######## block 1 ########
Fig. 1: block 1, met2 routing
Drawn at 6 px/um.
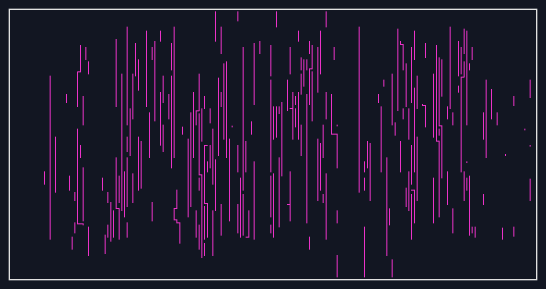

File: src/rtl/slv_rst_ctrl.sv
// Subordinate reset sequencer: isolate, timed reset pulse, settle, report done.
// Optional isolation watchdog: define SLV_RST_CTRL_TIMEOUT_EN.
module slv_rst_ctrl #(
    parameter int RstCycles    = 16,
    parameter int SettleCycles = 4,
    parameter int IsoTimeout   = 256,
    parameter int CntWidth     = 8
) (
    input  logic                clk_i,
    input  logic                rst_i,
    input  logic                rst_req_i,
    output logic                isolate_o,
    input  logic                isolated_i,
    output logic                slv_rst_no,
    output logic                rst_stat_o,
    output logic                done_o,
    output logic [CntWidth-1:0] rst_cnt_o,
    output logic                iso_timeout_o,
    input  logic                clr_i
);

    localparam int MaxRs  = (RstCycles > SettleCycles) ? RstCycles : SettleCycles;
    localparam int MaxAll = (MaxRs > IsoTimeout) ? MaxRs : IsoTimeout;
    localparam int CW     = $clog2(MaxAll + 1);

    typedef enum logic [2:0] {
        IDLE,
        ISOLATE,
        RESET,
        SETTLE,
        DONE
    } state_t;

    state_t              state_q, state_d;
    logic [CW-1:0]       cnt_q, cnt_d;
    logic [CntWidth-1:0] rst_cnt_q, rst_cnt_d;
`ifdef SLV_RST_CTRL_TIMEOUT_EN
    logic                iso_to_q, iso_to_d;
    logic                iso_set;
`endif

    always_ff @(posedge clk_i) begin
        if (rst_i) begin
            state_q   <= IDLE;
            cnt_q     <= '0;
            rst_cnt_q <= '0;
`ifdef SLV_RST_CTRL_TIMEOUT_EN
            iso_to_q  <= 1'b0;
`endif
        end else begin
            state_q   <= state_d;
            cnt_q     <= cnt_d;
            rst_cnt_q <= rst_cnt_d;
`ifdef SLV_RST_CTRL_TIMEOUT_EN
            iso_to_q  <= iso_to_d;
`endif
        end
    end

    always_comb begin
        state_d = state_q;
        cnt_d   = cnt_q;
`ifdef SLV_RST_CTRL_TIMEOUT_EN
        iso_set = 1'b0;
`endif
        case (state_q)
            IDLE: begin
                if (rst_req_i) begin
                    state_d = ISOLATE;
`ifdef SLV_RST_CTRL_TIMEOUT_EN
                    cnt_d   = CW'(IsoTimeout);
`endif
                end
            end
            ISOLATE: begin
                // An acknowledge in the same cycle as expiry wins over the watchdog.
                if (isolated_i) begin
                    state_d = RESET;
                    cnt_d   = CW'(RstCycles);
`ifdef SLV_RST_CTRL_TIMEOUT_EN
                end else if (cnt_q == CW'(1)) begin
                    iso_set = 1'b1;
                    state_d = RESET;
                    cnt_d   = CW'(RstCycles);
                end else begin
                    cnt_d   = cnt_q - CW'(1);
`endif
                end
            end
            RESET: begin
                if (cnt_q == CW'(1)) begin
                    if (SettleCycles == 0) begin
                        state_d = DONE;
                    end else begin
                        state_d = SETTLE;
                        cnt_d   = CW'(SettleCycles);
                    end
                end else begin
                    cnt_d = cnt_q - CW'(1);
                end
            end
            SETTLE: begin
                if (cnt_q == CW'(1)) begin
                    state_d = DONE;
                end else begin
                    cnt_d = cnt_q - CW'(1);
                end
            end
            DONE:    state_d = IDLE;
            default: state_d = IDLE;
        endcase
    end

    always_comb begin
        rst_cnt_d = rst_cnt_q;
        if (clr_i) begin
            rst_cnt_d = '0;
        end else if ((state_q == DONE) && (rst_cnt_q != {CntWidth{1'b1}})) begin
            rst_cnt_d = rst_cnt_q + CntWidth'(1);
        end
    end

`ifdef SLV_RST_CTRL_TIMEOUT_EN
    always_comb begin
        iso_to_d = iso_to_q;
        if (clr_i) begin
            iso_to_d = 1'b0;
        end else if (iso_set) begin
            iso_to_d = 1'b1;
        end
    end
    assign iso_timeout_o = iso_to_q;
`else
    assign iso_timeout_o = 1'b0;
`endif

    // Outputs decode the state register only; no input reaches an output combinationally.
    assign isolate_o  = (state_q == ISOLATE) || (state_q == RESET) || (state_q == SETTLE);
    assign slv_rst_no = (state_q != RESET);
    assign rst_stat_o = (state_q != IDLE);
    assign done_o     = (state_q == DONE);
    assign rst_cnt_o  = rst_cnt_q;

endmodule

File: config.mk
export PLATFORM = sky130hd
export DESIGN_NAME = slv_rst_ctrl
export DESIGN_NICKNAME = d
export VERILOG_FILES = /design/src/rtl/slv_rst_ctrl.sv
export SDC_FILE = /design/constraint.sdc
export NUM_CORES = 1
export LEC_CHECK = 0
export CELL_PAD_IN_SITES_DETAIL_PLACEMENT = 2
export CELL_PAD_IN_SITES_GLOBAL_PLACEMENT = 2
export CORE_ASPECT_RATIO = 0.5
export CORE_MARGIN = 1
export CORE_UTILIZATION = 31
export CTS_CLUSTER_SIZE = 40
export DETAILED_ROUTE_END_ITERATION = 12
export PLACE_DENSITY_LB_ADDON = 0.1
export SYNTH_ARGS = -nofsm -noshare
export SYNTH_HDL_FRONTEND = slang
export SYNTH_SLANG_ARGS = --single-unit
export TNS_END_PERCENT = 10
File: constraint.sdc
create_clock -name clk_i -period 2.7 [get_ports clk_i]
set_clock_uncertainty 0.05 [all_clocks]
set_input_delay 0.54 -clock clk_i [delete_from_list [all_inputs] [get_ports clk_i]]
set_output_delay 0.54 -clock clk_i [all_outputs]
set_load 0.01 [all_outputs]
######## block 2 ########
[src/rtl/dev_io_pkg.sv]
// Shared code width and handshake state encodings for the dev_io_seq block.
package dev_io_pkg;

  localparam int unsigned CODE_W = 5;

  typedef enum logic [1:0] {
    IN_IDLE     = 2'd0,
    IN_PRESENT  = 2'd1,
    IN_WAIT_LOW = 2'd2
  } in_state_t;

  typedef enum logic [1:0] {
    OUT_IDLE     = 2'd0,
    OUT_ACK      = 2'd1,
    OUT_WAIT_LOW = 2'd2
  } out_state_t;

endpackage

[src/rtl/code_fifo.sv]
// Synchronous FIFO of CODE_W-bit codes with occupancy count and flush.
module code_fifo #(
  parameter  int unsigned DEPTH  = 16,
  parameter  int unsigned CODE_W = 5,
  localparam int unsigned AW     = $clog2(DEPTH),
  localparam int unsigned CW     = AW + 1
) (
  input  logic              clk,
  input  logic              resetn,
  input  logic              flush,
  input  logic              push,
  input  logic [CODE_W-1:0] push_data,
  input  logic              pop,
  output logic [CODE_W-1:0] head,
  output logic              full,
  output logic              empty,
  output logic [CW-1:0]     count
);

  logic [CODE_W-1:0] mem [DEPTH];
  logic [AW-1:0]     wr_ptr;
  logic [AW-1:0]     rd_ptr;
  logic [CW-1:0]     count_q;
  logic              push_ok;
  logic              pop_ok;

  assign empty   = (count_q == '0);
  assign full    = (count_q == CW'(DEPTH));
  assign count   = count_q;
  assign pop_ok  = pop && !empty;
  // A pop in the same cycle frees a slot, so a push at full still lands.
  assign push_ok = push && (!full || pop_ok);
  assign head    = empty ? '0 : mem[rd_ptr];

  always_ff @(posedge clk or negedge resetn) begin
    if (!resetn) begin
      wr_ptr  <= '0;
      rd_ptr  <= '0;
      count_q <= '0;
    end else if (flush) begin
      wr_ptr  <= '0;
      rd_ptr  <= '0;
      count_q <= '0;
    end else begin
      if (push_ok) wr_ptr <= wr_ptr + AW'(1);
      if (pop_ok)  rd_ptr <= rd_ptr + AW'(1);
      if (push_ok && !pop_ok)      count_q <= count_q + CW'(1);
      else if (pop_ok && !push_ok) count_q <= count_q - CW'(1);
    end
  end

  always_ff @(posedge clk) begin
    if (push_ok && !flush) mem[wr_ptr] <= push_data;
  end

endmodule

[src/rtl/dev_io_seq.sv]
// Host-to-core code sequencer: input FIFO feeding a val-pulse handshake,
// output FIFO filled by an ack-pulse handshake.
module dev_io_seq
  import dev_io_pkg::*;
#(
  parameter  int unsigned DEPTH = 16,
  localparam int unsigned CW    = $clog2(DEPTH) + 1
) (
  input  logic              clk,
  input  logic              resetn,
  input  logic              flush,
  input  logic              in_wr_en,
  input  logic [CODE_W-1:0] in_wr_data,
  output logic              in_full,
  output logic [CW-1:0]     in_count,
  input  logic              out_rd_en,
  output logic [CODE_W-1:0] out_rd_data,
  output logic              out_empty,
  output logic [CW-1:0]     out_count,
  input  logic              core_input_rdy,
  output logic              core_input_val,
  output logic [CODE_W-1:0] core_input_data,
  input  logic              core_output_rdy,
  input  logic [CODE_W-1:0] core_output_data,
  output logic              core_output_ack
);

  in_state_t         in_state;
  out_state_t        out_state;
  logic [CODE_W-1:0] in_head;
  logic              in_empty;
  logic              in_pop;
  logic              out_full;
  logic              out_push;

  assign in_pop   = (in_state == IN_IDLE) && core_input_rdy && !in_empty && !flush;
  assign out_push = (out_state == OUT_IDLE) && core_output_rdy && !out_full && !flush;

  code_fifo #(.DEPTH(DEPTH), .CODE_W(CODE_W)) u_in_fifo (
    .clk       (clk),
    .resetn    (resetn),
    .flush     (flush),
    .push      (in_wr_en),
    .push_data (in_wr_data),
    .pop       (in_pop),
    .head      (in_head),
    .full      (in_full),
    .empty     (in_empty),
    .count     (in_count)
  );

  code_fifo #(.DEPTH(DEPTH), .CODE_W(CODE_W)) u_out_fifo (
    .clk       (clk),
    .resetn    (resetn),
    .flush     (flush),
    .push      (out_push),
    .push_data (core_output_data),
    .pop       (out_rd_en),
    .head      (out_rd_data),
    .full      (out_full),
    .empty     (out_empty),
    .count     (out_count)
  );

  always_ff @(posedge clk or negedge resetn) begin
    if (!resetn) begin
      in_state        <= IN_IDLE;
      core_input_val  <= 1'b0;
      core_input_data <= '0;
    end else if (flush) begin
      in_state       <= IN_IDLE;
      core_input_val <= 1'b0;
    end else begin
      unique case (in_state)
        IN_IDLE: begin
          if (in_pop) begin
            core_input_data <= in_head;
            core_input_val  <= 1'b1;
            in_state        <= IN_PRESENT;
          end
        end
        IN_PRESENT: begin
          core_input_val <= 1'b0;
          in_state       <= IN_WAIT_LOW;
        end
        IN_WAIT_LOW: begin
          if (!core_input_rdy) in_state <= IN_IDLE;
        end
        default: begin
          core_input_val <= 1'b0;
          in_state       <= IN_IDLE;
        end
      endcase
    end
  end

  always_ff @(posedge clk or negedge resetn) begin
    if (!resetn) begin
      out_state       <= OUT_IDLE;
      core_output_ack <= 1'b0;
    end else if (flush) begin
      out_state       <= OUT_IDLE;
      core_output_ack <= 1'b0;
    end else begin
      unique case (out_state)
        OUT_IDLE: begin
          if (out_push) begin
            core_output_ack <= 1'b1;
            out_state       <= OUT_ACK;
          end
        end
        OUT_ACK: begin
          core_output_ack <= 1'b0;
          out_state       <= OUT_WAIT_LOW;
        end
        OUT_WAIT_LOW: begin
          if (!core_output_rdy) out_state <= OUT_IDLE;
        end
        default: begin
          core_output_ack <= 1'b0;
          out_state       <= OUT_IDLE;
        end
      endcase
    end
  end

endmodule
[config.mk]
export PLATFORM = sky130hd
export DESIGN_NAME = dev_io_seq
export DESIGN_NICKNAME = d
export VERILOG_FILES = /design/src/rtl/dev_io_pkg.sv /design/src/rtl/code_fifo.sv /design/src/rtl/dev_io_seq.sv
export SDC_FILE = /design/constraint.sdc
export NUM_CORES = 1
export LEC_CHECK = 0
export CAP_MARGIN = 20
export CORE_UTILIZATION = 55
export CTS_CLUSTER_DIAMETER = 40
export DETAILED_ROUTE_END_ITERATION = 8
export GPL_ROUTABILITY_DRIVEN = 0
export GPL_TIMING_DRIVEN = 0
export PLACE_DENSITY = 0.85
export SETUP_SLACK_MARGIN = 0.15
export SKIP_CTS_REPAIR_TIMING = 1
export SLEW_MARGIN = 30
export SYNTH_ARGS = -nofsm -noshare
export SYNTH_HDL_FRONTEND = slang
export SYNTH_SLANG_ARGS = --single-unit
[constraint.sdc]
create_clock -name clk -period 9.62 [get_ports clk]
set_input_delay 2.886 -clock clk [delete_from_list [all_inputs] [get_ports clk]]
set_output_delay 2.886 -clock clk [all_outputs]
set_load 0.02 [all_outputs]
######## block 3 ########
$ cat src/rtl/pong_video_pkg.sv
// Shared video-path definitions for the pong game pipeline.
// Holds the default frame geometry and the state encoding of the
// hand centroid tracker. No ports; imported by the tracker files.
package pong_video_pkg;

   localparam int VID_Y_WIDTH  = 10;
   localparam int VID_Y_MAX    = 479;
   localparam int VID_CENTER_Y = 240;

   typedef enum logic [1:0] {
      ACCUM  = 2'd0,
      DIVIDE = 2'd1,
      DONE   = 2'd2
   } track_state_t;

endpackage

$ cat src/rtl/hand_centroid_tracker_if.sv
// Pixel-stream and position-update bundle of the hand centroid tracker.
// Pixel side : iValid, iHit, iY, iEOF (driven by the colour-detection stage)
// Result side: oPaddleY, oMinY, oMaxY, oFound, oValid, oOverrun
// master = stream source / result consumer, slave = tracker.
interface hand_centroid_tracker_if
   import pong_video_pkg::*;
#(
   parameter int Y_WIDTH = VID_Y_WIDTH
);
   logic               iValid;
   logic               iHit;
   logic [Y_WIDTH-1:0] iY;
   logic               iEOF;
   logic [Y_WIDTH-1:0] oPaddleY;
   logic [Y_WIDTH-1:0] oMinY;
   logic [Y_WIDTH-1:0] oMaxY;
   logic               oFound;
   logic               oValid;
   logic               oOverrun;

   modport master (
      output iValid, iHit, iY, iEOF,
      input  oPaddleY, oMinY, oMaxY, oFound, oValid, oOverrun
   );

   modport slave (
      input  iValid, iHit, iY, iEOF,
      output oPaddleY, oMinY, oMaxY, oFound, oValid, oOverrun
   );
endinterface

$ cat src/rtl/seq_udivider.sv
// Unsigned restoring divider, one quotient bit per clock, MSB first.
// Ports:
//   clk, rst  clock and asynchronous active-high reset
//   start     load dividend/divisor and begin (ignored handling while busy
//             is the caller's responsibility)
//   dividend  SUM_WIDTH-bit numerator
//   divisor   CNT_WIDTH-bit denominator, must be non-zero
//   busy      iterations outstanding
//   done      high during the cycle whose closing edge completes the last
//             iteration
//   quotient  quotient as it will stand after the current iteration; equals
//             the final result while done is high
module seq_udivider #(
   parameter int SUM_WIDTH = 28,
   parameter int CNT_WIDTH = 19
) (
   input  logic                 clk,
   input  logic                 rst,
   input  logic                 start,
   input  logic [SUM_WIDTH-1:0] dividend,
   input  logic [CNT_WIDTH-1:0] divisor,
   output logic                 busy,
   output logic                 done,
   output logic [SUM_WIDTH-1:0] quotient
);

   localparam int ITER_W = $clog2(SUM_WIDTH + 1);

   logic [ITER_W-1:0]    iter_q;
   logic [SUM_WIDTH-1:0] quo_q;
   logic [CNT_WIDTH-1:0] dsr_q;
   logic [CNT_WIDTH-1:0] rem_q;
   logic [CNT_WIDTH:0]   rem_shift;
   logic [CNT_WIDTH:0]   rem_diff;
   logic                 take;
   logic [CNT_WIDTH-1:0] rem_next;
   logic [SUM_WIDTH-1:0] quo_next;

   // quo_q starts as the dividend; its MSB feeds the remainder each step and
   // the freed LSB receives the new quotient bit.
   always_comb begin
      rem_shift = {rem_q, quo_q[SUM_WIDTH-1]};
      rem_diff  = rem_shift - {1'b0, dsr_q};
      take      = (rem_shift >= {1'b0, dsr_q});
      // Remainder stays below the divisor, so CNT_WIDTH bits always suffice.
      rem_next  = take ? rem_diff[CNT_WIDTH-1:0] : rem_shift[CNT_WIDTH-1:0];
      quo_next  = {quo_q[SUM_WIDTH-2:0], take};
   end

   assign busy     = (iter_q != '0);
   assign done     = (iter_q == ITER_W'(1));
   assign quotient = quo_next;

   always_ff @(posedge clk or posedge rst) begin
      if (rst) begin
         iter_q <= '0;
      end else if (start) begin
         iter_q <= ITER_W'(SUM_WIDTH);
      end else if (busy) begin
         iter_q <= iter_q - ITER_W'(1);
      end
   end

   always_ff @(posedge clk) begin
      if (start) begin
         quo_q <= dividend;
         dsr_q <= divisor;
         rem_q <= '0;
      end else if (busy) begin
         quo_q <= quo_next;
         rem_q <= rem_next;
      end
   end

endmodule

$ cat src/rtl/hand_centroid_tracker.sv
// Per-frame hand position tracker. Accumulates hit count, Y-sum and the
// hit row extent over a frame, divides sum by count after end of frame and
// publishes one registered paddle position update per frame.
// Ports:
//   iCLK  pixel clock
//   iRST  asynchronous active-high reset
//   trk   slave side of hand_centroid_tracker_if (pixel stream in,
//         oPaddleY/oMinY/oMaxY/oFound/oValid/oOverrun out)
module hand_centroid_tracker
   import pong_video_pkg::*;
#(
   parameter int Y_WIDTH    = VID_Y_WIDTH,
   parameter int CNT_WIDTH  = 19,
   parameter int SUM_WIDTH  = 28,
   parameter int MIN_PIXELS = 64,
   parameter int Y_MAX      = VID_Y_MAX,
   parameter int CENTER_Y   = VID_CENTER_Y
) (
   input logic                     iCLK,
   input logic                     iRST,
   hand_centroid_tracker_if.slave  trk
);

   localparam logic [Y_WIDTH-1:0]   Y_LIM   = Y_WIDTH'(Y_MAX);
   localparam logic [Y_WIDTH-1:0]   Y_CTR   = Y_WIDTH'(CENTER_Y);
   localparam logic [CNT_WIDTH-1:0] MIN_CNT = CNT_WIDTH'(MIN_PIXELS);

   function automatic logic [Y_WIDTH-1:0] sat_row(input logic [SUM_WIDTH-1:0] q);
      if (q > SUM_WIDTH'(Y_MAX)) sat_row = Y_LIM;
      else                       sat_row = q[Y_WIDTH-1:0];
   endfunction

   track_state_t state, state_next;

   logic [CNT_WIDTH-1:0] cnt_acc, cnt_upd;
   logic [SUM_WIDTH-1:0] sum_acc, sum_upd;
   logic [SUM_WIDTH:0]   sum_wide;
   logic [Y_WIDTH-1:0]   miny_acc, miny_upd, maxy_acc, maxy_upd;
   logic [Y_WIDTH-1:0]   hold_min, hold_max;
   logic                 qual;

   logic                 snap, start_div, publish, publish_found, overrun;
   logic                 div_busy, div_done;
   logic [SUM_WIDTH-1:0] div_quot;

   logic [Y_WIDTH-1:0]   paddle_r, miny_r, maxy_r;
   logic                 found_r, valid_r, overrun_r;

   // Accumulator update including this cycle's pixel, so a hit that arrives
   // with iEOF is part of the snapshot of the ending frame.
   always_comb begin
      qual     = trk.iValid & trk.iHit & (trk.iY <= Y_LIM);
      cnt_upd  = cnt_acc;
      sum_upd  = sum_acc;
      miny_upd = miny_acc;
      maxy_upd = maxy_acc;
      sum_wide = {1'b0, sum_acc} + (SUM_WIDTH + 1)'(trk.iY);
      if (qual) begin
         cnt_upd = (&cnt_acc) ? cnt_acc : cnt_acc + CNT_WIDTH'(1);
         sum_upd = sum_wide[SUM_WIDTH] ? '1 : sum_wide[SUM_WIDTH-1:0];
         if (trk.iY < miny_acc) miny_upd = trk.iY;
         if (trk.iY > maxy_acc) maxy_upd = trk.iY;
      end
   end

   always_ff @(posedge iCLK or posedge iRST) begin
      if (iRST) begin
         cnt_acc  <= '0;
         sum_acc  <= '0;
         miny_acc <= '1;
         maxy_acc <= '0;
      end else if (trk.iEOF) begin
         // Every end of frame restarts accumulation, dropped frames included.
         cnt_acc  <= '0;
         sum_acc  <= '0;
         miny_acc <= '1;
         maxy_acc <= '0;
      end else begin
         cnt_acc  <= cnt_upd;
         sum_acc  <= sum_upd;
         miny_acc <= miny_upd;
         maxy_acc <= maxy_upd;
      end
   end

   always_ff @(posedge iCLK) begin
      if (snap) begin
         hold_min <= miny_upd;
         hold_max <= maxy_upd;
      end
   end

   seq_udivider #(
      .SUM_WIDTH (SUM_WIDTH),
      .CNT_WIDTH (CNT_WIDTH)
   ) u_div (
      .clk      (iCLK),
      .rst      (iRST),
      .start    (start_div),
      .dividend (sum_upd),
      .divisor  (cnt_upd),
      .busy     (div_busy),
      .done     (div_done),
      .quotient (div_quot)
   );

   always_ff @(posedge iCLK or posedge iRST) begin
      if (iRST) state <= ACCUM;
      else      state <= state_next;
   end

   always_comb begin
      state_next    = state;
      snap          = 1'b0;
      start_div     = 1'b0;
      publish       = 1'b0;
      publish_found = 1'b0;
      overrun       = 1'b0;
      case (state)
         ACCUM: begin
            if (trk.iEOF) begin
               snap = 1'b1;
               if (cnt_upd >= MIN_CNT) begin
                  start_div  = 1'b1;
                  state_next = DIVIDE;
               end else begin
                  publish    = 1'b1;
                  state_next = DONE;
               end
            end
         end
         DIVIDE: begin
            overrun = trk.iEOF;
            if (div_done) begin
               publish       = 1'b1;
               publish_found = 1'b1;
               state_next    = DONE;
            end else if (!div_busy) begin
               // Divider idle while we wait on it: recover instead of hanging.
               state_next = ACCUM;
            end
         end
         DONE: begin
            overrun    = trk.iEOF;
            state_next = ACCUM;
         end
         default: state_next = ACCUM;
      endcase
   end

   // Output registers load on the edge that enters DONE, so they change
   // exactly when oValid rises.
   always_ff @(posedge iCLK or posedge iRST) begin
      if (iRST) begin
         paddle_r  <= Y_CTR;
         miny_r    <= '1;
         maxy_r    <= '0;
         found_r   <= 1'b0;
         valid_r   <= 1'b0;
         overrun_r <= 1'b0;
      end else begin
         valid_r   <= publish;
         overrun_r <= overrun;
         if (publish_found) begin
            paddle_r <= sat_row(div_quot);
            miny_r   <= hold_min;
            maxy_r   <= hold_max;
            found_r  <= 1'b1;
         end else if (publish) begin
            found_r  <= 1'b0;
         end
      end
   end

   assign trk.oPaddleY = paddle_r;
   assign trk.oMinY    = miny_r;
   assign trk.oMaxY    = maxy_r;
   assign trk.oFound   = found_r;
   assign trk.oValid   = valid_r;
   assign trk.oOverrun = overrun_r;

endmodule

$ cat src/flat_wrapper.sv
// flat-port wrapper written by rule: the top's interface ports become plain ports
module hand_centroid_tracker_flat import pong_video_pkg::*;
#(
   parameter int Y_WIDTH    = VID_Y_WIDTH,
   parameter int CNT_WIDTH  = 19,
   parameter int SUM_WIDTH  = 28,
   parameter int MIN_PIXELS = 64,
   parameter int Y_MAX      = VID_Y_MAX,
   parameter int CENTER_Y   = VID_CENTER_Y
)
  (iCLK, iRST, trk_iValid, trk_iHit, trk_iY, trk_iEOF, trk_oPaddleY, trk_oMinY, trk_oMaxY, trk_oFound, trk_oValid, trk_oOverrun);
  hand_centroid_tracker_if #(.Y_WIDTH(Y_WIDTH)) trk_i ();
  input logic iCLK;
  input logic iRST;
  input wire logic [$bits(trk_i.iValid)-1:0] trk_iValid;
  input wire logic [$bits(trk_i.iHit)-1:0] trk_iHit;
  input wire logic [$bits(trk_i.iY)-1:0] trk_iY;
  input wire logic [$bits(trk_i.iEOF)-1:0] trk_iEOF;
  output wire logic [$bits(trk_i.oPaddleY)-1:0] trk_oPaddleY;
  output wire logic [$bits(trk_i.oMinY)-1:0] trk_oMinY;
  output wire logic [$bits(trk_i.oMaxY)-1:0] trk_oMaxY;
  output wire logic [$bits(trk_i.oFound)-1:0] trk_oFound;
  output wire logic [$bits(trk_i.oValid)-1:0] trk_oValid;
  output wire logic [$bits(trk_i.oOverrun)-1:0] trk_oOverrun;
  assign trk_i.iValid = trk_iValid;
  assign trk_i.iHit = trk_iHit;
  assign trk_i.iY = trk_iY;
  assign trk_i.iEOF = trk_iEOF;
  assign trk_oPaddleY = trk_i.oPaddleY;
  assign trk_oMinY = trk_i.oMinY;
  assign trk_oMaxY = trk_i.oMaxY;
  assign trk_oFound = trk_i.oFound;
  assign trk_oValid = trk_i.oValid;
  assign trk_oOverrun = trk_i.oOverrun;
  hand_centroid_tracker #(.Y_WIDTH(Y_WIDTH), .CNT_WIDTH(CNT_WIDTH), .SUM_WIDTH(SUM_WIDTH), .MIN_PIXELS(MIN_PIXELS), .Y_MAX(Y_MAX), .CENTER_Y(CENTER_Y)) u_core (.iCLK(iCLK), .iRST(iRST), .trk(trk_i));
endmodule
$ cat config.mk
export PLATFORM = sky130hd
export DESIGN_NAME = hand_centroid_tracker_flat
export DESIGN_NICKNAME = d
export VERILOG_FILES = /design/src/rtl/pong_video_pkg.sv /design/src/rtl/hand_centroid_tracker_if.sv /design/src/rtl/seq_udivider.sv /design/src/rtl/hand_centroid_tracker.sv /design/src/flat_wrapper.sv
export SDC_FILE = /design/constraint.sdc
export NUM_CORES = 1
export LEC_CHECK = 0
export CAP_MARGIN = 20
export CORE_AREA = 3 3 157 159
export DETAILED_ROUTE_END_ITERATION = 16
export DIE_AREA = 0 0 160 162
export SYNTH_ARGS = -nofsm -noshare
export SYNTH_HDL_FRONTEND = slang
export SYNTH_SLANG_ARGS = --single-unit
$ cat constraint.sdc
create_clock -name iCLK -period 8.21 [get_ports iCLK]
set_clock_uncertainty 0.15 [all_clocks]
set_input_delay 0.821 -clock iCLK [delete_from_list [all_inputs] [get_ports iCLK]]
set_output_delay 0.821 -clock iCLK [all_outputs]
set_load 0.005 [all_outputs]
Fig. 2: block 1, clock distribution
Drawn at 4 px/um.
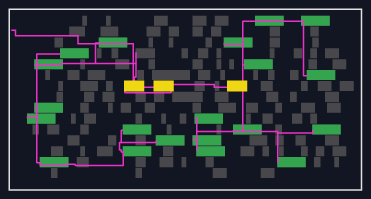
[magenta] clock wires | length: 313 um
[green] flip-flops | count: 20
[yellow] clock-net drivers | count: 3
flops lie: all over the die
routed clock nets: 4

## Picture notes: Fig. 1
wire length on this layer: 1,360 um
nets with wire on the layer: 138

==> flow_summary.toml, block 1 <==
# generated from flow reports
[clocking]
clock_latency_ns = 0.26
h-tree-depth = 1

[layout]
area_delta_synth_final_pct = 20.0
fillCellCount = 391
comb_cells = 95
stdcell_count = 193

[floorplanning]
initial_utilization_pct = 32.8
io_pins = 18

[synth]
ys_cells = 130
edf_count = 0

[final_timing]
slew_violations = 0

[run_status]
run_status = "finished clean"

[worst_setup_path]
reg2reg_from = "cnt_q[1]"
cp-endpoint = "slv_rst_no"

[global_routing]
gr-total-overflow = 0

[power]
max-vdd-ir-drop_mv = 0.185
-- block 1: registers in the layout, indices dropped and copies added, names as in the netlist --
name and cells:
rst_cnt_o 8, cnt_q 9, state_q 3
-- block 1: cells in the mapped netlist (all sizes together) (2+ instances only) --
cell,number
dfxtp,20
nor2,12
a21oi,11
o21ai,8
o31ai,8
inv,7
buf,6
nand2,6
or4,6
or3,4
ha,3
or2,3
a211oi,2
a21o,2
clkbuf,2
nand3,2
nand4,2
nand4b,2
nor3,2
o21a,2
o41ai,2
-- block 1: metal layers --
metal | global-route usage [%] | wire length, um
met5 | 0 | 0
met4 | 2.30 | 10
met3 | 4.75 | 114
met2 | 29.7 | 1360
met1 | 20.4 | 1430
-- block 1: kinds of logic (layout without fill, tap and decap cells) --
group           count (synthesis)  count (layout)  synth area share [%]
other cells                     1               1                 0.330
fa+ha+maj                       3               3                  3.30
buf+inv                        15              27                  6.82
flops                          20              20                  35.2
simple gates                   45              45                  23.3
mux                             2               2                  1.87
xor+xnor                        2               2                  1.54
compound gates                 42              42                  27.6
-- block 1: where the power goes --
group / internal, W / switching (W)
clock network: 0.000130 / 0.000102
logic: 0.000100 / 0.000126
registers: 0.000318 / 0.0000317
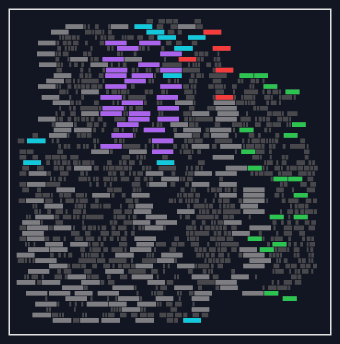
Fig. 3. Sequential cells grouped by signal name (block 3).
Drawn at 2 px/um.
| color | netlist name | flops |
|---|---|---|
| cyan | u_core.trk.oPaddleY | 10 |
| red | u_core.u_div.iter_q | 5 |
| green | u_core.u_div.rem_q | 19 |
| purple | u_core.u_div.quo_q | 28 |
not colored: 131

==> flow_summary.toml, block 3 <==
# generated from flow reports
[run_status]
run_status = "finished clean"

[worst_setup_path]
reg2reg_depth = 9
cp_top_family = "simple AND/OR/NAND/NOR gates"
reg2reg_to = "u_core.u_div.quo_q[4]"
cp-endpoint = "u_core.u_div.quo_q[4]"
worstPathRequired_ns = 8.26

[global_routing]
gr-total-overflow = 0

[synth]
yosysMostFrequentCell = "nand2_1"
synth_nets = 1115

[routing]
ant_nets = 0
wl_met3_um = 741
drt-met1-wl_mm = 11.4
wl_met2_mm = 11.8
top_layer = "met4"

[layout]
n_all_buffers = 61
final_cell_mix = "nand2_1 (160), dfrtp_1 (83), nor2_1 (76), edfxtp_1 (67), inv_1 (65)"
diodes = 0
layout.cells.most_common = "nand2_1"
final_util_pct = 50.2

[final_timing]
setup_violations = 0
rsz0062_at_grt = "false"

[power]
pwr_density_cell_nw_per_um2 = 283

[min_path]
worstHoldStart = "u_core.hold_min[8]"
worstHoldEndpoint = "u_core.trk.oMinY[8]"

[clocking]
cts_resized = 0
-- block 3: sequential cells by signal (all words and copies together) (netlist names), 2 cells and up --
signal,flops
u_core.miny_acc,10
u_core.u_div.dsr_q,19
u_core.sum_acc,28
u_core.trk.oMinY,10
u_core.hold_min,10
u_core.cnt_acc,19
u_core.trk.oMaxY,10
u_core.u_div.iter_q,5
u_core.maxy_acc,10
u_core.u_div.quo_q,28
u_core.trk.oPaddleY,10
u_core.state,2
u_core.hold_max,10
u_core.u_div.rem_q,19
-- block 3: stage by stage --
step                      cell area (um^2)  std cells  setup slack [ns]  total power [W]
after floorplan                      10300       1045              4.33          0.00217
after global placement               11100       1385              2.72          0.00248
after detailed placement             11100       1386              2.65          0.00250
after CTS                            11700       1418              3.13          0.00334
after global routing                 11700       1420              3.25          0.00354
final                                11700       1420              3.57          0.00332
-- block 3: power by group --
| part | internal (W) | total (W) | switching [W] |
|---|---|---|---|
| Clock | 0.000409 | 0.000830 | 0.000421 |
| Combinational | 0.000515 | 0.00109 | 0.000578 |
| Sequential | 0.00126 | 0.00139 | 0.000136 |
| Total | 0.00218 | 0.00332 | 0.00113 |
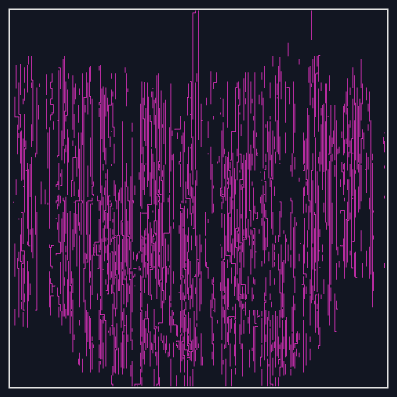
Fig. 4. Met2 routing (block 2).
Drawn at 3 px/um.
longest straight run: 55.3 um
main direction: vertical
wire length on this layer: 8,800 um
nets with wire on the layer: 515
share of all routed wire: 53%

==> flow_summary.toml, block 2 <==
# generated from flow reports
[routing]
drc = 0
wl_per_cell_um = 22.4
wl_mm = 16.5
first_pass_iters = 5
post_drt_via_cell_ratio = 6.04

[floorplanning]
chip_area_um2 = 15800
dieHeight_um = 126
rows = 44

[final_timing]
worst_clock_skew_ns = 0.00886
whs_ns = 0.521
slew_violations = 0
min_period_ns = 5.94

[worst_setup_path]
critPathLaunchType = "flip-flop"
reg2reg_depth = 12
worst-path-stages = 5
worstPathRequired_ns = 6.73

[run_status]
run_status = "finished clean"

[clocking]
cts_tree = "yes"
cts_inserted_buffers = 17

[power]
pg_clk_w = 0.000731
max-vdd-ir-drop_mv = 0.201
seq_power_share_pct = 41.8

[min_path]
hp-class = "reg -> reg"
worstHoldEndpoint = "core_input_val"
hold-path-cell-count = 1

[flow_run]
warning_count = 33

[layout]
fillCellCount = 942
design_area_um2 = 9680
final_cell_mix = "edfxtp_1 (160), nor2_1 (58), mux4_2 (42), clkdlybuf4s50_1 (39), dfrtp_1 (37)"
largestClassByArea = "flip-flops and latches"
clkbuf_count = 17
seq_share_pct = 59.2

[placed_design]
pre_cts_slack_ns = 3.39
portBuffers = 40

[synth]
top_area_share_pct = 57.1
synth.largest_area_cell = "edfxtp_1"

[global_routing]
antenna_found_initial = 0
==> block 2: layer usage <==
metal  track usage (%)  vias up  share of wire (%)
met1              28.1     2287                 40
met4              8.46        0                1.7
met5                 0        -                  0
met2              39.6      157                 53
li1                  -     1978                  -
met3              4.76       24                5.1
==> block 2: worst max-delay path by stage <==
stage / from / end / slack, ns
after global routing: u_out_fifo.rd_ptr[0] / out_rd_data[4] / 3.57
after CTS: u_out_fifo.rd_ptr[0] / out_rd_data[0] / 3.63
final: u_out_fifo.rd_ptr[0] / out_rd_data[0] / 3.68
after detailed placement: core_input_rdy / u_in_fifo.count[4] / 3.39
after global placement: core_input_rdy / u_in_fifo.count[4] / 3.50
after floorplan: core_input_rdy / u_in_fifo.count[4] / 4.27
==> block 2: sequential cells by signal, indices dropped and copies added, names as in the netlist <==
name,count
core_input_data,5
core_input_val,1
core_output_ack,1
in_state,2
out_state,2
u_in_fifo.count,5
u_in_fifo.mem,80
u_in_fifo.rd_ptr,4
u_in_fifo.wr_ptr,4
u_out_fifo.count,5
u_out_fifo.mem,80
u_out_fifo.rd_ptr,4
u_out_fifo.wr_ptr,4

######## block 4 ########
Fig. 5: block 4, clock distribution
Drawn at 3 px/um.
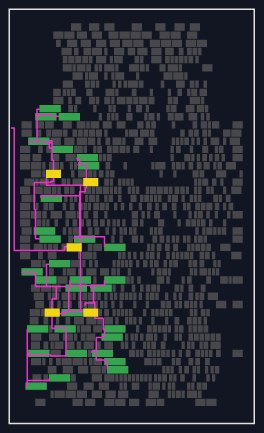

## config.mk

```make
export PLATFORM = sky130hd
export DESIGN_NAME = hazard_scoreboard
export DESIGN_NICKNAME = d
export VERILOG_FILES = /design/src/rtl/hazard_scoreboard_pkg.sv /design/src/rtl/hazard_scoreboard_fwd_match.sv /design/src/rtl/hazard_scoreboard.sv
export SDC_FILE = /design/constraint.sdc
export NUM_CORES = 1
export LEC_CHECK = 0
export ABC_AREA = 1
export CORE_ASPECT_RATIO = 1.75
export CORE_MARGIN = 3
export CORE_UTILIZATION = 45
export CTS_BUF_LIST = sky130_fd_sc_hd__clkbuf_8
export DETAILED_ROUTE_END_ITERATION = 8
export PLACE_DENSITY = 0.78
export SKIP_CTS_REPAIR_TIMING = 1
export SYNTH_ARGS = -nofsm -noshare
export SYNTH_HDL_FRONTEND = slang
export SYNTH_SLANG_ARGS = --single-unit
```

## constraint.sdc

```tcl
create_clock -name clk -period 4.81 [get_ports clk]
set_clock_uncertainty 0.2 [all_clocks]
set_input_delay 0.7215 -clock clk [delete_from_list [all_inputs] [get_ports clk]]
set_output_delay 0.7215 -clock clk [all_outputs]
set_load 0.01 [all_outputs]
```

## src/rtl/hazard_scoreboard_pkg.sv

```systemverilog
// rtl/hazard_scoreboard_pkg.sv - forwarding-select encodings shared by the hazard scoreboard files
package hazard_scoreboard_pkg;

   localparam int SEL_RF = 0;

   function automatic int sel_stg(input int k);
      return k + 1;
   endfunction

   function automatic int sel_long(input int num_fwd);
      return num_fwd + 1;
   endfunction

endpackage

```

## src/rtl/hazard_scoreboard_fwd_match.sv

```systemverilog
// rtl/hazard_scoreboard_fwd_match.sv - priority bypass match for one EX source operand
module hazard_scoreboard_fwd_match
   import hazard_scoreboard_pkg::*;
#(
   parameter int NUM_FWD = 2,
   parameter int RA_W    = 5,
   parameter int SEL_W   = 2
) (
   input  logic [RA_W-1:0]         src,
   input  logic [NUM_FWD*RA_W-1:0] stg_rd,
   input  logic [NUM_FWD-1:0]      stg_wen,
   input  logic                    lw_valid,
   input  logic [RA_W-1:0]         lw_rd,
   output logic [SEL_W-1:0]        sel
);

   // Walk from the oldest stage down so the nearest (lowest k) match is written last and wins.
   always_comb begin
      sel = SEL_W'(SEL_RF);
      if (src != '0) begin
         if (lw_valid && lw_rd == src)
            sel = SEL_W'(sel_long(NUM_FWD));
         for (int k = NUM_FWD - 1; k >= 0; k--) begin
            if (stg_wen[k] && stg_rd[k*RA_W +: RA_W] == src)
               sel = SEL_W'(sel_stg(k));
         end
      end
   end

endmodule

```

## src/rtl/hazard_scoreboard.sv

```systemverilog
// rtl/hazard_scoreboard.sv - forwarding, load-use and long-op busy scoreboard with pipeline stall
// Optional stall/forward statistics counters are built when HAZARD_STATS_EN is defined.
module hazard_scoreboard
   import hazard_scoreboard_pkg::*;
#(
   parameter  int NUM_SRC = 3,
   parameter  int NUM_FWD = 2,
   parameter  int RA_W    = 5,
   localparam int SEL_W   = $clog2(NUM_FWD + 2),
   localparam int NREG    = 2 ** RA_W
) (
   input  logic                    clk,
   input  logic                    rst,
   input  logic                    id_valid,
   input  logic [NUM_SRC*RA_W-1:0] id_rs,
   input  logic [NUM_SRC-1:0]      id_rs_used,
   input  logic [RA_W-1:0]         id_rd,
   input  logic                    id_wen,
   input  logic                    id_long,
   input  logic [NUM_SRC*RA_W-1:0] ex_rs,
   input  logic [RA_W-1:0]         ex_rd,
   input  logic                    ex_is_load,
   input  logic [NUM_FWD*RA_W-1:0] stg_rd,
   input  logic [NUM_FWD-1:0]      stg_wen,
   input  logic [RA_W-1:0]         me_rs2,
   input  logic                    me_mem_write,
   input  logic                    lw_valid,
   input  logic [RA_W-1:0]         lw_rd,
   input  logic                    flush,
   output logic [NUM_SRC*SEL_W-1:0] fwd_sel,
   output logic                    fwd_store,
   output logic                    stall,
`ifdef HAZARD_STATS_EN
   output logic [31:0]             stat_stall_cyc,
   output logic [31:0]             stat_lu_cyc,
   output logic [31:0]             stat_fwd_cnt,
`endif
   output logic [NREG-1:0]         sb_busy
);

   logic [NREG-1:0]          busy;
   logic [NREG-1:0]          set_vec;
   logic [NREG-1:0]          clr_vec;
   logic [NUM_SRC*SEL_W-1:0] sel_raw;
   logic                     store_match;
   logic                     lu;
   logic                     raw;
   logic                     waw;
   logic                     hazard;
   logic                     issue;

   for (genvar g = 0; g < NUM_SRC; g++) begin : g_src
      hazard_scoreboard_fwd_match #(
         .NUM_FWD (NUM_FWD),
         .RA_W    (RA_W),
         .SEL_W   (SEL_W)
      ) u_match (
         .src      (ex_rs[g*RA_W +: RA_W]),
         .stg_rd   (stg_rd),
         .stg_wen  (stg_wen),
         .lw_valid (lw_valid),
         .lw_rd    (lw_rd),
         .sel      (sel_raw[g*SEL_W +: SEL_W])
      );
   end

   assign store_match = me_mem_write && stg_wen[NUM_FWD-1] &&
                        stg_rd[(NUM_FWD-1)*RA_W +: RA_W] == me_rs2 && me_rs2 != '0;

   // A writeback landing this cycle releases a busy register, so it must not stall.
   always_comb begin
      lu  = 1'b0;
      raw = 1'b0;
      for (int i = 0; i < NUM_SRC; i++) begin
         if (id_rs_used[i]) begin
            if (ex_is_load && ex_rd != '0 && ex_rd == id_rs[i*RA_W +: RA_W])
               lu = 1'b1;
            if (busy[id_rs[i*RA_W +: RA_W]] && !(lw_valid && lw_rd == id_rs[i*RA_W +: RA_W]))
               raw = 1'b1;
         end
      end
   end

   assign waw    = id_wen && busy[id_rd] && !(lw_valid && lw_rd == id_rd);
   assign hazard = id_valid && !flush && (lu || raw || waw);
   assign issue  = id_valid && id_wen && id_long && !hazard && !flush && id_rd != '0;

   always_comb begin
      set_vec = '0;
      clr_vec = '0;
      if (issue)
         set_vec[id_rd] = 1'b1;
      if (lw_valid)
         clr_vec[lw_rd] = 1'b1;
   end

   // OR-ing the set after the clear lets a new producer win over a same-cycle release.
   always_ff @(posedge clk) begin
      if (rst)
         busy <= '0;
      else
         busy <= ((busy & ~clr_vec) | set_vec) & ~NREG'(1);
   end

   assign fwd_sel   = rst ? '0 : sel_raw;
   assign fwd_store = !rst && store_match;
   assign stall     = !rst && hazard;
   assign sb_busy   = busy;

`ifdef HAZARD_STATS_EN
   always_ff @(posedge clk) begin
      if (rst) begin
         stat_stall_cyc <= '0;
         stat_lu_cyc    <= '0;
         stat_fwd_cnt   <= '0;
      end else begin
         if (hazard && stat_stall_cyc != '1)
            stat_stall_cyc <= stat_stall_cyc + 32'd1;
         if (hazard && lu && stat_lu_cyc != '1)
            stat_lu_cyc <= stat_lu_cyc + 32'd1;
         if (|sel_raw && stat_fwd_cnt != '1)
            stat_fwd_cnt <= stat_fwd_cnt + 32'd1;
      end
   end
`endif

endmodule

```

######## block 5 ########
--- src/rtl/serial_subtractor_4_if.sv ---
// serial_subtractor_4_if
//   Handshake and operand/result bundle for the bit-serial subtractor.
//   master : the requester (drives start, a, b; observes busy, done, d, bout)
//   slave  : the subtractor (observes start, a, b; drives busy, done, d, bout)
//   Signals:
//     start  request a new operation (only looked at while busy is low)
//     a, b   unsigned minuend / subtrahend, WIDTH bits
//     busy   bits are being processed
//     done   one-cycle pulse, d/bout freshly updated
//     d      difference a-b modulo 2^WIDTH
//     bout   final borrow, 1 when a < b
interface serial_subtractor_4_if #(
    parameter int WIDTH = 4
);
    logic             start;
    logic [WIDTH-1:0] a;
    logic [WIDTH-1:0] b;
    logic             busy;
    logic             done;
    logic [WIDTH-1:0] d;
    logic             bout;

    modport master (
        output start,
        output a,
        output b,
        input  busy,
        input  done,
        input  d,
        input  bout
    );

    modport slave (
        input  start,
        input  a,
        input  b,
        output busy,
        output done,
        output d,
        output bout
    );
endinterface

--- src/rtl/serial_subtractor_4.sv ---
// serial_subtractor_4
//   Bit-serial unsigned subtractor. Computes d = a - b one bit per clock,
//   LSB first, trading latency for a single-bit datapath. Operands are
//   captured when start is accepted; the result and final borrow are held
//   until the next operation completes.
//   Ports:
//     clk   rising-edge clock
//     rst   synchronous active-high reset (wins over start)
//     bus   serial_subtractor_4_if.slave: start/a/b in, busy/done/d/bout out
//   Timing: start accepted at edge E0 -> busy for WIDTH cycles, done pulses
//   in the cycle after edge E(WIDTH). Holding start high in the done cycle
//   launches the next operation back-to-back.
module serial_subtractor_4 #(
    parameter int WIDTH = 4
) (
    input  logic                   clk,
    input  logic                   rst,
    serial_subtractor_4_if.slave   bus
);

    localparam int               CNT_W    = $clog2(WIDTH) + 1;
    localparam logic [CNT_W-1:0] LAST_CNT = CNT_W'(WIDTH - 1);
    localparam logic [CNT_W-1:0] CNT_ONE  = CNT_W'(1);

    typedef enum logic [1:0] {
        IDLE  = 2'b00,
        SHIFT = 2'b01,
        DONE  = 2'b10
    } state_t;

    state_t           state;
    state_t           next_state;

    logic [WIDTH-1:0] a_sh;
    logic [WIDTH-1:0] b_sh;
    logic [WIDTH-1:0] res_sh;
    logic [WIDTH-1:0] d_q;
    logic             bout_q;
    logic             br;
    logic [CNT_W-1:0] cnt;

    logic             load;
    logic             step;
    logic             last;

    logic             ai;
    logic             bi;
    logic             di;
    logic             br_next;
    logic [WIDTH-1:0] res_next;

    // One-bit full subtractor on the current LSBs. The new difference bit
    // enters the result register from the MSB side so that after WIDTH
    // steps bit 0 has drifted down to position 0.
    always_comb begin
        ai       = a_sh[0];
        bi       = b_sh[0];
        di       = ai ^ bi ^ br;
        br_next  = (~ai & bi) | (~(ai ^ bi) & br);
        res_next = {di, res_sh[WIDTH-1:1]};
    end

    // State register.
    always_ff @(posedge clk) begin
        if (rst) begin
            state <= IDLE;
        end else begin
            state <= next_state;
        end
    end

    // Next-state and datapath strobes. DONE accepts start just like IDLE,
    // which is what gives the WIDTH+1 clock back-to-back throughput; start
    // is simply not looked at while shifting.
    always_comb begin
        next_state = state;
        load       = 1'b0;
        step       = 1'b0;
        last       = 1'b0;
        case (state)
            IDLE: begin
                if (bus.start) begin
                    load       = 1'b1;
                    next_state = SHIFT;
                end
            end
            SHIFT: begin
                step = 1'b1;
                if (cnt == LAST_CNT) begin
                    last       = 1'b1;
                    next_state = DONE;
                end
            end
            DONE: begin
                if (bus.start) begin
                    load       = 1'b1;
                    next_state = SHIFT;
                end else begin
                    next_state = IDLE;
                end
            end
            default: begin
                next_state = IDLE;
            end
        endcase
    end

    // Operand shift registers, running borrow and bit counter. Operands are
    // copied in on acceptance so later changes on a/b cannot disturb the op.
    always_ff @(posedge clk) begin
        if (rst) begin
            a_sh   <= '0;
            b_sh   <= '0;
            res_sh <= '0;
            br     <= 1'b0;
            cnt    <= '0;
        end else if (load) begin
            a_sh   <= bus.a;
            b_sh   <= bus.b;
            res_sh <= '0;
            br     <= 1'b0;
            cnt    <= '0;
        end else if (step) begin
            a_sh   <= a_sh >> 1;
            b_sh   <= b_sh >> 1;
            res_sh <= res_next;
            br     <= br_next;
            cnt    <= cnt + CNT_ONE;
        end
    end

    // Visible result. Updated only on the edge that processes the MSB, so
    // the previous answer stays readable for the whole next operation.
    always_ff @(posedge clk) begin
        if (rst) begin
            d_q    <= '0;
            bout_q <= 1'b0;
        end else if (last) begin
            d_q    <= res_next;
            bout_q <= br_next;
        end
    end

    assign bus.busy = (state == SHIFT);
    assign bus.done = (state == DONE);
    assign bus.d    = d_q;
    assign bus.bout = bout_q;

endmodule

--- src/flat_wrapper.sv ---
// flat-port wrapper written by rule: the top's interface ports become plain ports
module serial_subtractor_4_flat 
#(
    parameter int WIDTH = 4
)
  (clk, rst, bus_start, bus_a, bus_b, bus_busy, bus_done, bus_d, bus_bout);
  serial_subtractor_4_if #(.WIDTH(WIDTH)) bus_i ();
  input  logic clk;
  input  logic rst;
  input wire logic [$bits(bus_i.start)-1:0] bus_start;
  input wire logic [$bits(bus_i.a)-1:0] bus_a;
  input wire logic [$bits(bus_i.b)-1:0] bus_b;
  output wire logic [$bits(bus_i.busy)-1:0] bus_busy;
  output wire logic [$bits(bus_i.done)-1:0] bus_done;
  output wire logic [$bits(bus_i.d)-1:0] bus_d;
  output wire logic [$bits(bus_i.bout)-1:0] bus_bout;
  assign bus_i.start = bus_start;
  assign bus_i.a = bus_a;
  assign bus_i.b = bus_b;
  assign bus_busy = bus_i.busy;
  assign bus_done = bus_i.done;
  assign bus_d = bus_i.d;
  assign bus_bout = bus_i.bout;
  serial_subtractor_4 #(.WIDTH(WIDTH)) u_core (.clk(clk), .rst(rst), .bus(bus_i));
endmodule
--- config.mk ---
export PLATFORM = sky130hd
export DESIGN_NAME = serial_subtractor_4_flat
export DESIGN_NICKNAME = d
export VERILOG_FILES = /design/src/rtl/serial_subtractor_4_if.sv /design/src/rtl/serial_subtractor_4.sv /design/src/flat_wrapper.sv
export SDC_FILE = /design/constraint.sdc
export NUM_CORES = 1
export LEC_CHECK = 0
export ABC_AREA = 1
export CORE_AREA = 5 5 55 57
export CTS_BUF_LIST = sky130_fd_sc_hd__clkbuf_8
export DETAILED_ROUTE_END_ITERATION = 12
export DIE_AREA = 0 0 60 62
export PLACE_DENSITY = 0.71
export SLEW_MARGIN = 20
export SYNTH_ARGS = -nofsm -noshare
export SYNTH_HDL_FRONTEND = slang
export SYNTH_SLANG_ARGS = --single-unit
export TNS_END_PERCENT = 20
--- constraint.sdc ---
create_clock -name clk -period 2.4 [get_ports clk]
set_input_delay 0.24 -clock clk [delete_from_list [all_inputs] [get_ports clk]]
set_output_delay 0.24 -clock clk [all_outputs]
set_load 0.01 [all_outputs]

## Gallery

Floorplan with the power grid.
image #1
Drawn at 6 px/um. Pins as bars on the die edge.
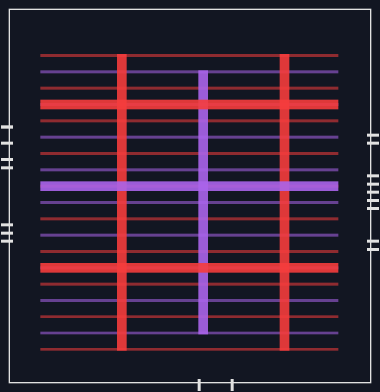
image #2
Drawn at 4 px/um. Pins as bars on the die edge.
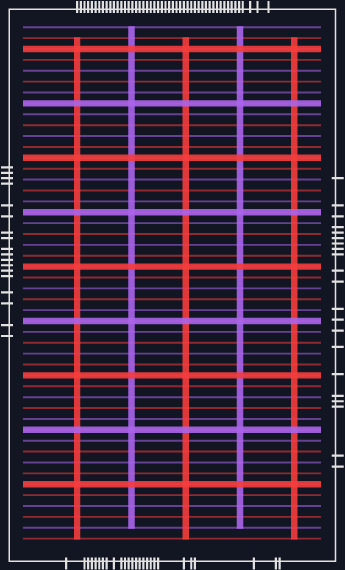
Image #1 comes from block 5.
Image #2 comes from block 4.
Of these, most pins: image #2

Key to image #1:
| color | net |
|---|---|
| red | VSS |
| purple | VDD |
met1 rails: 19
met5 straps: 3
rows: 18

Fig. 6: block 4, clock wiring as the flow saved it
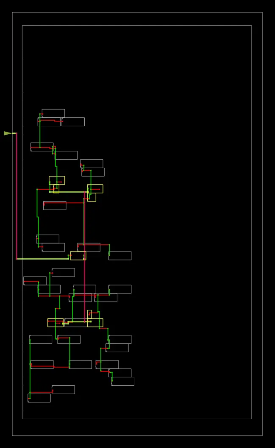
clk sinks: 31
Clock buffer cells: 5

## Picture notes: Fig. 5
[yellow] clock-net drivers | count: 5
[green] flip-flops | count: 31
[magenta] clock wires | length: 449 um
routed clock nets: 6

==> flow_summary.toml, block 4 <==
# generated from flow reports
[placed_design]
routabilityCongestion = 0.981
dp_hpwl_mm = 13.7

[routing]
drc = 0
first_pass_iters = 6

[synth]
synth_flops = 31
top_area_share_pct = 18.2
synth_nets = 865
xor_area_share_pct = 1.77
syn_area_um2 = 4450
synth_warnings = 0
synth.largest_area_cell = "nand2_1"

[layout]
diodes = 0
largest_reg_flops = 31
n_all_buffers = 124
comb_area_um2 = 3170

[worst_setup_path]
cp_cell_sequence = "clkdlybuf4s50_1 > inv_2 > nand3_1 > nand3_1 > nand3_1 > nand3_1 > nand3_1 > nand2_1 > inv_1 > nand2_2 > nand2_4 > nor2_1 > clkdlybuf4s50_1"
cp_top_family = "buffers and inverters"
critPathLaunchType = "input port"
crit_fanout = 11

[floorplanning]
taps = 122
rows = 47

[final_timing]
period_used_pct = 86.3
hold_violations = 0

[run_status]
run_status = "finished clean"

[global_routing]
grt_pass1_wl_mm = 28.5

[clocking]
cts_inserted_buffers = 5
-- block 4: path summary, 6_finish.rpt --
kind	from	endpoint	depth (start not counted)
worst min-delay path	sb_busy[14]	sb_busy[14]	2
worst min register to register	sb_busy[14]	sb_busy[14]	2
worst max register to register	sb_busy[12]	sb_busy[18]	14
worst max-delay path	id_rs[1]	stall	13
-- block 4: stage by stage --
step	hold slack, ns	std cells	utilization, %
2_1_floorplan	0.334	791	-
3_3_place_gp	0.333	1000	58.0
3_5_place_dp	0.346	1000	58.0
4_1_cts	0.356	1008	58.9
5_1_grt	0.377	1008	58.9
6_report	0.359	1008	58.9
-- block 4: worst register-to-register path, delay by kind of cell (launching register included) --
family / cells / cell delay, ns
AND-OR/OR-AND: 1 / 0.15
buffers and inverters: 3 / 0.63
flip-flops: 1 / 0.38
AND/OR/NAND/NOR: 10 / 0.99
-- block 4: power breakdown --
group / internal (W) / switching (W)
logic: 0.000126 / 0.000200
clock network: 0.0000990 / 0.000106
registers: 0.000257 / 0.000000935
-- block 4: layer usage --
layer,GRT usage (%),up-vias
met4,18.4,0
met1,38.5,2701
li1,-,2829
met3,3.99,81
met2,54.7,406
met5,0,-
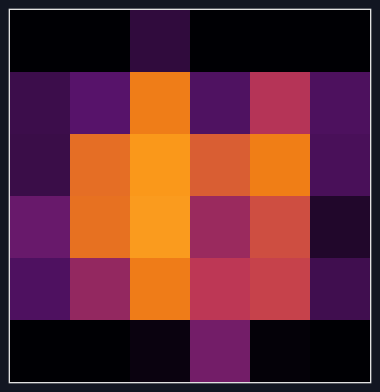
Fig. 7. Cell density map (block 5).
Drawn at 6 px/um. The die is cut into 6 by 6 equal tiles; black is low, pale yellow is high, 0 to 100% covered.
nearly empty tiles: 25%
densest ninth of the die: center
fullest tile: 78%
mean over tiles: 30%
emptiest ninth of the die: upper left
tiles over 75% full: 5.6%

==> flow_summary.toml, block 5 <==
# generated from flow reports
[run_status]
run_status = "finished clean"

[power]
comb_power_share_pct = 13.9
p_int_w = 0.000536
clkPwrFrac_pct = 31.7

[routing]
first_pass_iters = 4
wl_met3_um = 125
dr_total_vias = 814
wl_per_cell_um = 10.9

[placed_design]
place_area_um2 = 1130
pre_cts_slack_ns = 0.825

[floorplanning]
chip_area_um2 = 3720
die_w_um = 60

[clocking]
postCtsSetupRepairBufs = 0
cts_root_buffer = "clkbuf_8"
clock_latency_ns = 0.26

[synth]
synthSimpleGateAreaFrac_pct = 27.5
synth-main-ff-cell = "dfxtp_1"
yosysMostFrequentCell = "nand2_1"
synth-adder-area-share_pct = 4.77

[final_timing]
setup_violations = 0
min_period_ns = 1.86
slew_headroom_pct = 70.7
period_used_pct = 77.6
worst_slack_ns = 0.537

[worst_setup_path]
crit_path_end_kind = "primary output"
crit_fanout = 18
critPathLaunchType = "flip-flop"
max_stage_delay_ns = 0.57

[global_routing]
use_met2_pct = 18.5
grt_util_met1_pct = 14.1

[flow_run]
drv_cap = 0
==> block 5: layout by cell type, fill, tap and decap left out <==
cell             count
a21oi_1              9
clkbuf_8             3
clkdlybuf4s50_1     17
dfxtp_1             22
fa_1                 1
ha_1                 2
inv_1               22
inv_2                1
nand2_1             28
nand2_2              3
nand3_1             11
nor2_1              20
nor2_2               1
o21ai_0              6
o21ai_1              1
xor2_1               1
==> block 5: worst max-delay path, delay by kind of cell (launching register included) <==
| family | cells | cell delay [ns] |
|---|---|---|
| DFF | 1 | 0.36 |
| and+or+nand+nor | 1 | 0.23 |
| buffers and inverters | 2 | 0.77 |
==> block 5: path summary, 6_finish.rpt <==
check	start	endpoint	slack, ns
min reg2reg	u_core.br	u_core.br	0.47
max	u_core.state[0]	bus_busy	0.54
min	u_core.br	u_core.br	0.47
max reg2reg	u_core.cnt[0]	u_core.bus.d[0]	1.09
==> block 5: area by class of cell <==
class                           instances  area (um^2)  share of cell area [%]
Multi-Input combinational cell         83          394                    33.7
Tap cell                               30         37.5                    3.21
Clock buffer                            3         41.3                    3.53
Sequential cell                        22          440                    37.6
Inverter                               23         86.3                    7.38
Timing Repair Buffer                   17          170                    14.5


## Gallery

Floorplan with the power grid.
panel A
Drawn at 3 px/um. Pins as bars on the die edge.
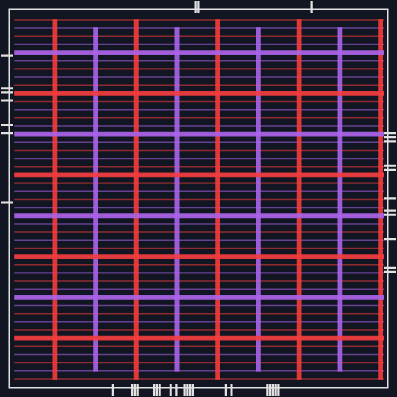
panel B
Drawn at 6 px/um. Pins as bars on the die edge.
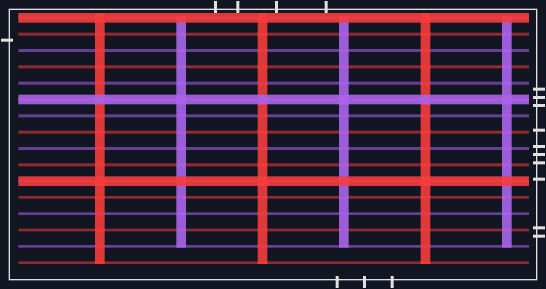
panel C
Drawn at 2 px/um. Pins as bars on the die edge.
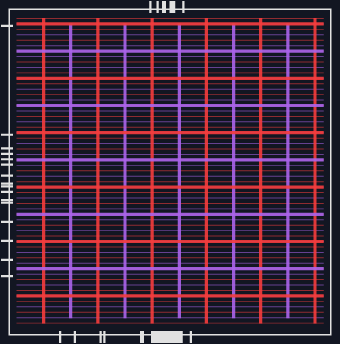
| picture | from |
|---|---|
| panel A | block 2 |
| panel B | block 1 |
| panel C | block 3 |
Of these, smallest die: panel B

No activity file was given, so power comes from the tool's default toggle rates.
